# ---- block 1 ----
File: src/rtl/i2s_transmitter.sv
// I2S DACDAT serializer: 24-bit words in 32-BCLK slots, codec is BCLK/LRCLK master, all logic on BCLK fall.
// Optional macro I2S_TX_STEREO_EN adds i_right; without it the left word is sent in both slots.
`timescale 1ns/1ps
module i2s_transmitter (
    input  logic        bclk,
    input  logic        reset_n,
    input  logic        lrclk,
    input  logic [23:0] i_left,
`ifdef I2S_TX_STEREO_EN
    input  logic [23:0] i_right,
`endif
    input  logic        i_valid,
    output logic        o_ready,
    output logic        o_sdata,
    output logic        o_underrun
);

    logic        lrclk_q, lrclk_d;
    logic        primed_q, primed_d;
    logic        hold_full_q, hold_full_d;
    logic [23:0] hold_l_q, hold_l_d;
    logic [23:0] frame_l_q, frame_l_d;
    logic [23:0] shift_q, shift_d;
    logic [4:0]  bit_cnt_q, bit_cnt_d;
    logic        sdata_q, sdata_d;
    logic        underrun_q, underrun_d;
    logic        lrclk_edge, frame_start, accept;
    logic [23:0] right_word, slot_word;

    // The very first edge after reset only captures lrclk; transitions count once primed.
    assign lrclk_edge  = primed_q && (lrclk != lrclk_q);
    assign frame_start = lrclk_edge && !lrclk;
    assign accept      = i_valid && !hold_full_q;

    always_comb begin
        lrclk_d     = lrclk;
        primed_d    = 1'b1;
        hold_full_d = hold_full_q;
        hold_l_d    = hold_l_q;
        frame_l_d   = frame_l_q;
        underrun_d  = 1'b0;
        if (frame_start) begin
            if (hold_full_q) begin
                frame_l_d   = hold_l_q;
                hold_full_d = 1'b0;
            end else if (i_valid) begin
                frame_l_d   = i_left;
            end else begin
                frame_l_d   = '0;
                underrun_d  = 1'b1;
            end
        end else if (accept) begin
            hold_l_d    = i_left;
            hold_full_d = 1'b1;
        end
    end

`ifdef I2S_TX_STEREO_EN
    logic [23:0] hold_r_q, hold_r_d;
    logic [23:0] frame_r_q, frame_r_d;

    always_comb begin
        hold_r_d  = hold_r_q;
        frame_r_d = frame_r_q;
        if (frame_start) begin
            if (hold_full_q) begin
                frame_r_d = hold_r_q;
            end else if (i_valid) begin
                frame_r_d = i_right;
            end else begin
                frame_r_d = '0;
            end
        end else if (accept) begin
            hold_r_d = i_right;
        end
    end

    always_ff @(negedge bclk or negedge reset_n) begin
        if (!reset_n) begin
            hold_r_q  <= '0;
            frame_r_q <= '0;
        end else begin
            hold_r_q  <= hold_r_d;
            frame_r_q <= frame_r_d;
        end
    end

    assign right_word = frame_r_d;
`else
    assign right_word = frame_l_d;
`endif

    // MSB goes out on the detection edge itself, giving the standard one-bit I2S delay.
    always_comb begin
        slot_word = lrclk ? right_word : frame_l_d;
        shift_d   = shift_q;
        bit_cnt_d = bit_cnt_q;
        sdata_d   = 1'b0;
        if (lrclk_edge) begin
            sdata_d   = slot_word[23];
            shift_d   = {slot_word[22:0], 1'b0};
            bit_cnt_d = 5'd1;
        end else if (bit_cnt_q < 5'd24) begin
            sdata_d   = shift_q[23];
            shift_d   = {shift_q[22:0], 1'b0};
            bit_cnt_d = bit_cnt_q + 5'd1;
        end
    end

    always_ff @(negedge bclk or negedge reset_n) begin
        if (!reset_n) begin
            lrclk_q     <= 1'b0;
            primed_q    <= 1'b0;
            hold_full_q <= 1'b0;
            hold_l_q    <= '0;
            frame_l_q   <= '0;
            shift_q     <= '0;
            bit_cnt_q   <= 5'd24;
            sdata_q     <= 1'b0;
            underrun_q  <= 1'b0;
        end else begin
            lrclk_q     <= lrclk_d;
            primed_q    <= primed_d;
            hold_full_q <= hold_full_d;
            hold_l_q    <= hold_l_d;
            frame_l_q   <= frame_l_d;
            shift_q     <= shift_d;
            bit_cnt_q   <= bit_cnt_d;
            sdata_q     <= sdata_d;
            underrun_q  <= underrun_d;
        end
    end

    assign o_ready    = !hold_full_q;
    assign o_sdata    = sdata_q;
    assign o_underrun = underrun_q;

endmodule

File: config.mk
export PLATFORM = sky130hd
export DESIGN_NAME = i2s_transmitter
export DESIGN_NICKNAME = d
export VERILOG_FILES = /design/src/rtl/i2s_transmitter.sv
export SDC_FILE = /design/constraint.sdc
export NUM_CORES = 1
export LEC_CHECK = 0
export ABC_AREA = 1
export CORE_MARGIN = 5
export CORE_UTILIZATION = 35
export DETAILED_ROUTE_END_ITERATION = 8
export GPL_TIMING_DRIVEN = 0
export SLEW_MARGIN = 40
export SYNTH_ARGS = -nofsm -noshare
export SYNTH_HDL_FRONTEND = slang
export SYNTH_SLANG_ARGS = --single-unit
File: constraint.sdc
create_clock -name bclk -period 2.7 [get_ports bclk]
set_input_delay 0.675 -clock bclk [delete_from_list [all_inputs] [get_ports bclk]]
set_output_delay 0.675 -clock bclk [all_outputs]
set_load 0.05 [all_outputs]
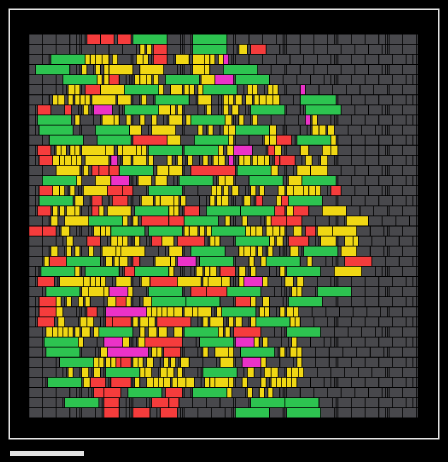
Fig. 1. Cells colored by class (block 1).
Bar = 20 um. Fill, decap, tap and diode cells in gray.
Green marks sequential cells, cells 81, share of their area 38%. Magenta marks clock drivers and dummy loads, cells 17, share of their area 4.1%. Red marks remaining buffers and delay cells, cells 79, share of their area 17%. Yellow marks combinational and other logic, cells 392, share of their area 41%.

==> impl_metrics.tcl <==
# yosys + openroad results
set metrics [dict create \
    status "finished with violations" \
    failed_checks "negative setup slack" \
    slew_headroom 0.642 \
    postLayoutSetupSlackWorst_ns -0.353 \
    htree_num_levels 3 \
    syn-instance-count 501 \
    grt-busiest-layer "met2" \
    wl_per_cell_um 13.8 \
    hpwlAfterDp_mm 6.40 \
    finalSetupViolCount 5 \
    drt_iter0_drc 134 \
    clkCellAreaFrac 0.0399 \
    ys_cells 501 \
    worstSetupEndpointType "output pin" \
    grt_usage 0.148 \
]
==> logic make-up (layout without fill, tap and decap cells) <==
logic type,count (synthesis),after routing
other cells,1,1
fa+ha+maj,1,1
simple gates,327,328
compound gates,19,19
buf+inv,72,139
flops,81,81
==> metrics by stage <==
step,TNS (ns),util
3_5_place_dp,-68.13,0.423
2_1_floorplan,-2.71,-
4_1_cts,-0.943,0.456
3_3_place_gp,-326.73,0.420
6_report,-0.811,0.503
5_1_grt,-1.31,0.503
==> state kept, by name, summed over array words and instances, names as in the netlist <==
name,flops
shift_q,23
hold_l_q,24
frame_l_q,24
o_underrun,1
lrclk_q,1
primed_q,1
hold_full_q,1
bit_cnt_q,5
o_sdata,1
==> metal layers <==
layer  share of wire  vias up
li1                -     1712
met5               0        -
met4           0.020        0
met1            0.45     1606
met3           0.033       14
met2            0.49       69
==> power groups by stage <==
stage                     logic, mW  clock network (mW)  registers [mW]
after global placement        0.719             0.00696            1.68
after floorplan               0.529             0.00696            1.67
after detailed placement      0.739             0.00696            1.69
after global routing           1.03                1.05            1.71
final                         0.908               0.995            1.67
after CTS                     0.779                1.00            1.67

# ---- block 2 ----
### src/rtl/maxfinder_feeder.sv
// Operand assembler and result catcher in front of maxfinder: collects four words, starts
// the core, waits for done (with timeout) and streams the result out. Option: FP_SANITIZE_EN.
module maxfinder_feeder #(
    parameter int unsigned TIMEOUT_CYCLES = 255,
    parameter int unsigned CNT_W          = 8
) (
    input  logic        clk,
    input  logic        rst,
    input  logic        in_valid,
    output logic        in_ready,
    input  logic [31:0] in_data,
    input  logic [31:0] eps_in,
    output logic [31:0] x1,
    output logic [31:0] x2,
    output logic [31:0] x3,
    output logic [31:0] x4,
    output logic [31:0] eps_out,
    output logic        mf_start,
    input  logic        mf_done,
    input  logic [31:0] mf_result,
    output logic        out_valid,
    input  logic        out_ready,
    output logic [31:0] out_data,
    output logic        out_err,
    output logic        busy
`ifdef FP_SANITIZE_EN
    ,
    output logic        san_flag
`endif
);

    localparam logic [31:0]      QNAN     = 32'h7FC0_0000;
    localparam logic [CNT_W-1:0] CNT_LAST = CNT_W'(TIMEOUT_CYCLES - 1);

    typedef enum logic [1:0] {COLLECT, START, WAIT, OUT} state_t;

    state_t           state_q, state_d;
    logic [1:0]       idx_q, idx_d;
    logic [CNT_W-1:0] cnt_q, cnt_d;
    logic             capture_res, capture_to;
    logic             in_hs, out_hs;
    logic [31:0]      wr_data;

    assign in_hs  = in_valid & in_ready;
    assign out_hs = out_valid & out_ready;

`ifdef FP_SANITIZE_EN
    logic wr_mod;
    logic san_acc;

    // NaN becomes -inf so it can never win the max; denormals flush to signed zero
    function automatic logic [32:0] sanitize(input logic [31:0] w);
        if (w[30:23] == 8'hFF && w[22:0] != 23'd0)
            return {1'b1, 32'hFF80_0000};
        else if (w[30:23] == 8'h00 && w[22:0] != 23'd0)
            return {1'b1, w[31], 31'd0};
        else
            return {1'b0, w};
    endfunction

    always_comb begin
        {wr_mod, wr_data} = sanitize(in_data);
    end
`else
    assign wr_data = in_data;
`endif

    always_ff @(posedge clk or posedge rst) begin
        if (rst) begin
            state_q <= COLLECT;
            idx_q   <= 2'd0;
            cnt_q   <= '0;
        end else begin
            state_q <= state_d;
            idx_q   <= idx_d;
            cnt_q   <= cnt_d;
        end
    end

    // Next state; the first WAIT cycle (cnt_q == 0) blanks a stale done level
    always_comb begin
        state_d     = state_q;
        idx_d       = idx_q;
        cnt_d       = cnt_q;
        capture_res = 1'b0;
        capture_to  = 1'b0;
        case (state_q)
            COLLECT: begin
                if (in_hs) begin
                    idx_d = idx_q + 2'd1;
                    if (idx_q == 2'd3) state_d = START;
                end
            end
            START: begin
                cnt_d   = '0;
                state_d = WAIT;
            end
            WAIT: begin
                cnt_d = cnt_q + CNT_W'(1);
                if (mf_done && cnt_q != '0) begin
                    capture_res = 1'b1;
                    state_d     = OUT;
                end else if (cnt_q == CNT_LAST) begin
                    capture_to = 1'b1;
                    state_d    = OUT;
                end
            end
            OUT: begin
                if (out_hs) state_d = COLLECT;
            end
            default: state_d = COLLECT;
        endcase
    end

    // Registered outputs and data path
    always_ff @(posedge clk or posedge rst) begin
        if (rst) begin
            in_ready  <= 1'b0;
            mf_start  <= 1'b0;
            out_valid <= 1'b0;
            busy      <= 1'b0;
            x1        <= 32'h0;
            x2        <= 32'h0;
            x3        <= 32'h0;
            x4        <= 32'h0;
            eps_out   <= 32'h0;
            out_data  <= 32'h0;
            out_err   <= 1'b0;
`ifdef FP_SANITIZE_EN
            san_acc   <= 1'b0;
            san_flag  <= 1'b0;
`endif
        end else begin
            in_ready  <= (state_d == COLLECT);
            mf_start  <= (state_d == START);
            out_valid <= (state_d == OUT);
            busy      <= (state_d != COLLECT);
            if (in_hs) begin
                case (idx_q)
                    2'd0: x1 <= wr_data;
                    2'd1: x2 <= wr_data;
                    2'd2: x3 <= wr_data;
                    2'd3: begin
                        x4      <= wr_data;
                        eps_out <= eps_in;
                    end
                endcase
            end
            if (capture_res) begin
                out_data <= mf_result;
                out_err  <= 1'b0;
            end else if (capture_to) begin
                out_data <= QNAN;
                out_err  <= 1'b1;
            end
`ifdef FP_SANITIZE_EN
            if (out_hs)
                san_acc <= 1'b0;
            else if (in_hs && wr_mod)
                san_acc <= 1'b1;
            san_flag <= (state_d == OUT) && san_acc;
`endif
        end
    end

endmodule

### config.mk
export PLATFORM = sky130hd
export DESIGN_NAME = maxfinder_feeder
export DESIGN_NICKNAME = d
export VERILOG_FILES = /design/src/rtl/maxfinder_feeder.sv
export SDC_FILE = /design/constraint.sdc
export NUM_CORES = 1
export LEC_CHECK = 0
export CAP_MARGIN = 20
export CELL_PAD_IN_SITES_DETAIL_PLACEMENT = 2
export CELL_PAD_IN_SITES_GLOBAL_PLACEMENT = 2
export CORE_MARGIN = 2
export CORE_UTILIZATION = 32
export CTS_CLUSTER_SIZE = 40
export DETAILED_ROUTE_END_ITERATION = 7
export PLACE_DENSITY_LB_ADDON = 0.1
export SETUP_SLACK_MARGIN = 0.02
export SYNTH_ARGS = -nofsm -noshare
export SYNTH_HDL_FRONTEND = slang
export SYNTH_SLANG_ARGS = --single-unit
### constraint.sdc
create_clock -name clk -period 10.1 [get_ports clk]
set_clock_uncertainty 0.05 [all_clocks]
set_input_delay 1.01 -clock clk [delete_from_list [all_inputs] [get_ports clk]]
set_output_delay 1.01 -clock clk [all_outputs]
set_load 0.005 [all_outputs]
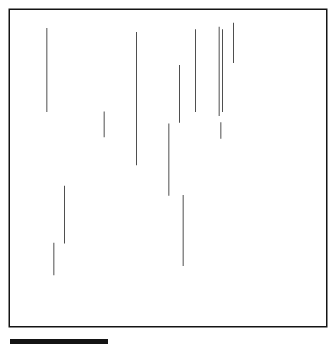
Fig. 2. M4 wires (block 2).
Bar = 50 um.
The longest straight run is 68.0 um. The layer carries 430 um of wire. The wires run mostly vertical.
WL final: 25.0 mm
vias: 5,518

==> impl_metrics.tcl <==
# yosys + openroad results
set metrics [dict create \
    fp_util 0.328 \
    grt_usage 0.191 \
    status "complete, no violations" \
    cts_sinks 209 \
    die_w_um 162 \
    fin_area_um2 12200 \
    seq-power_mw 1.49 \
    final_common_cell "clkdlybuf4s50_1" \
    synthArstFlopShare 1.00 \
    combPwrFrac 0.403 \
    hold_slack_ns 0.452 \
    place.gp.congestion 0.777 \
    ys_ff 209 \
    final_hold_viol_count 0 \
    layout-drive-gt1-share 0.259 \
    synthSimpleGateAreaFrac 0.0244 \
    final_util 0.501 \
]
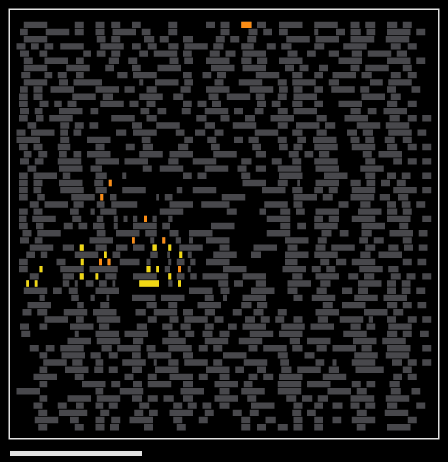
Fig. 3. Logic cells by family (block 2).
Bar = 50 um.
Yellow marks nor cells, cells 16. Orange marks inv cells, cells 9.

-- cell type report --
cell class                 instances  share of cell area
tap                              324              0.0332
clock buffer                      29              0.0523
multi-input combinational        266               0.217
sequential                       209               0.428
clock inverter                    12              0.0152
timing repair buffer             304               0.251
inverter                           9             0.00338
-- sequential cells by signal, indices dropped and copies added (netlist names), 2 cells and up --
signal    flops
out_data     32
cnt_q         8
x1           32
x3           32
x2           32
state_q       2
idx_q         2
eps_out      32
x4           32
-- worst paths after layout --
check / start / to / slack, ns / depth (start not counted)
worst max-delay path: state_q[0] / out_data[28] / 7.38 / 6
min in group asynchronous: rst / eps_out[27] / 1.04 / 2
max in group asynchronous: rst / x3[15] / 7.62 / 4
worst min-delay path: x4[21] / x4[21] / 0.45 / 1
worst min register to register: x4[21] / x4[21] / 0.45 / 1
worst max register to register: state_q[0] / out_data[28] / 7.38 / 6
-- per-layer routing --
metal  vias up  global-route usage  share of wire
li1       2441                   -              -
met1      2881               0.232           0.39
met2       168               0.352           0.54
met3        28              0.0373          0.053
met4         0              0.0414          0.017
met5         -                   0              0


## Gallery

Cell outlines without signal wires.
(a)
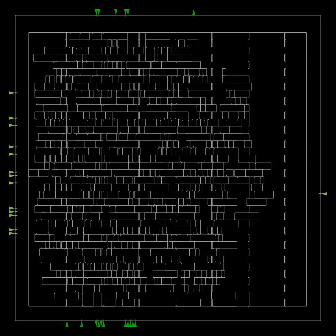
(b)
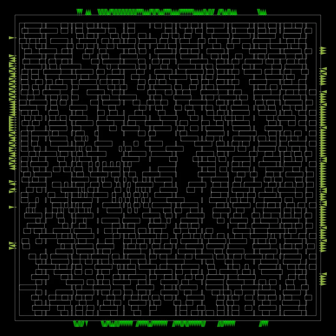
(b) is block 2.
(a) is block 1.

No activity file was given, so power comes from the tool's default toggle rates.
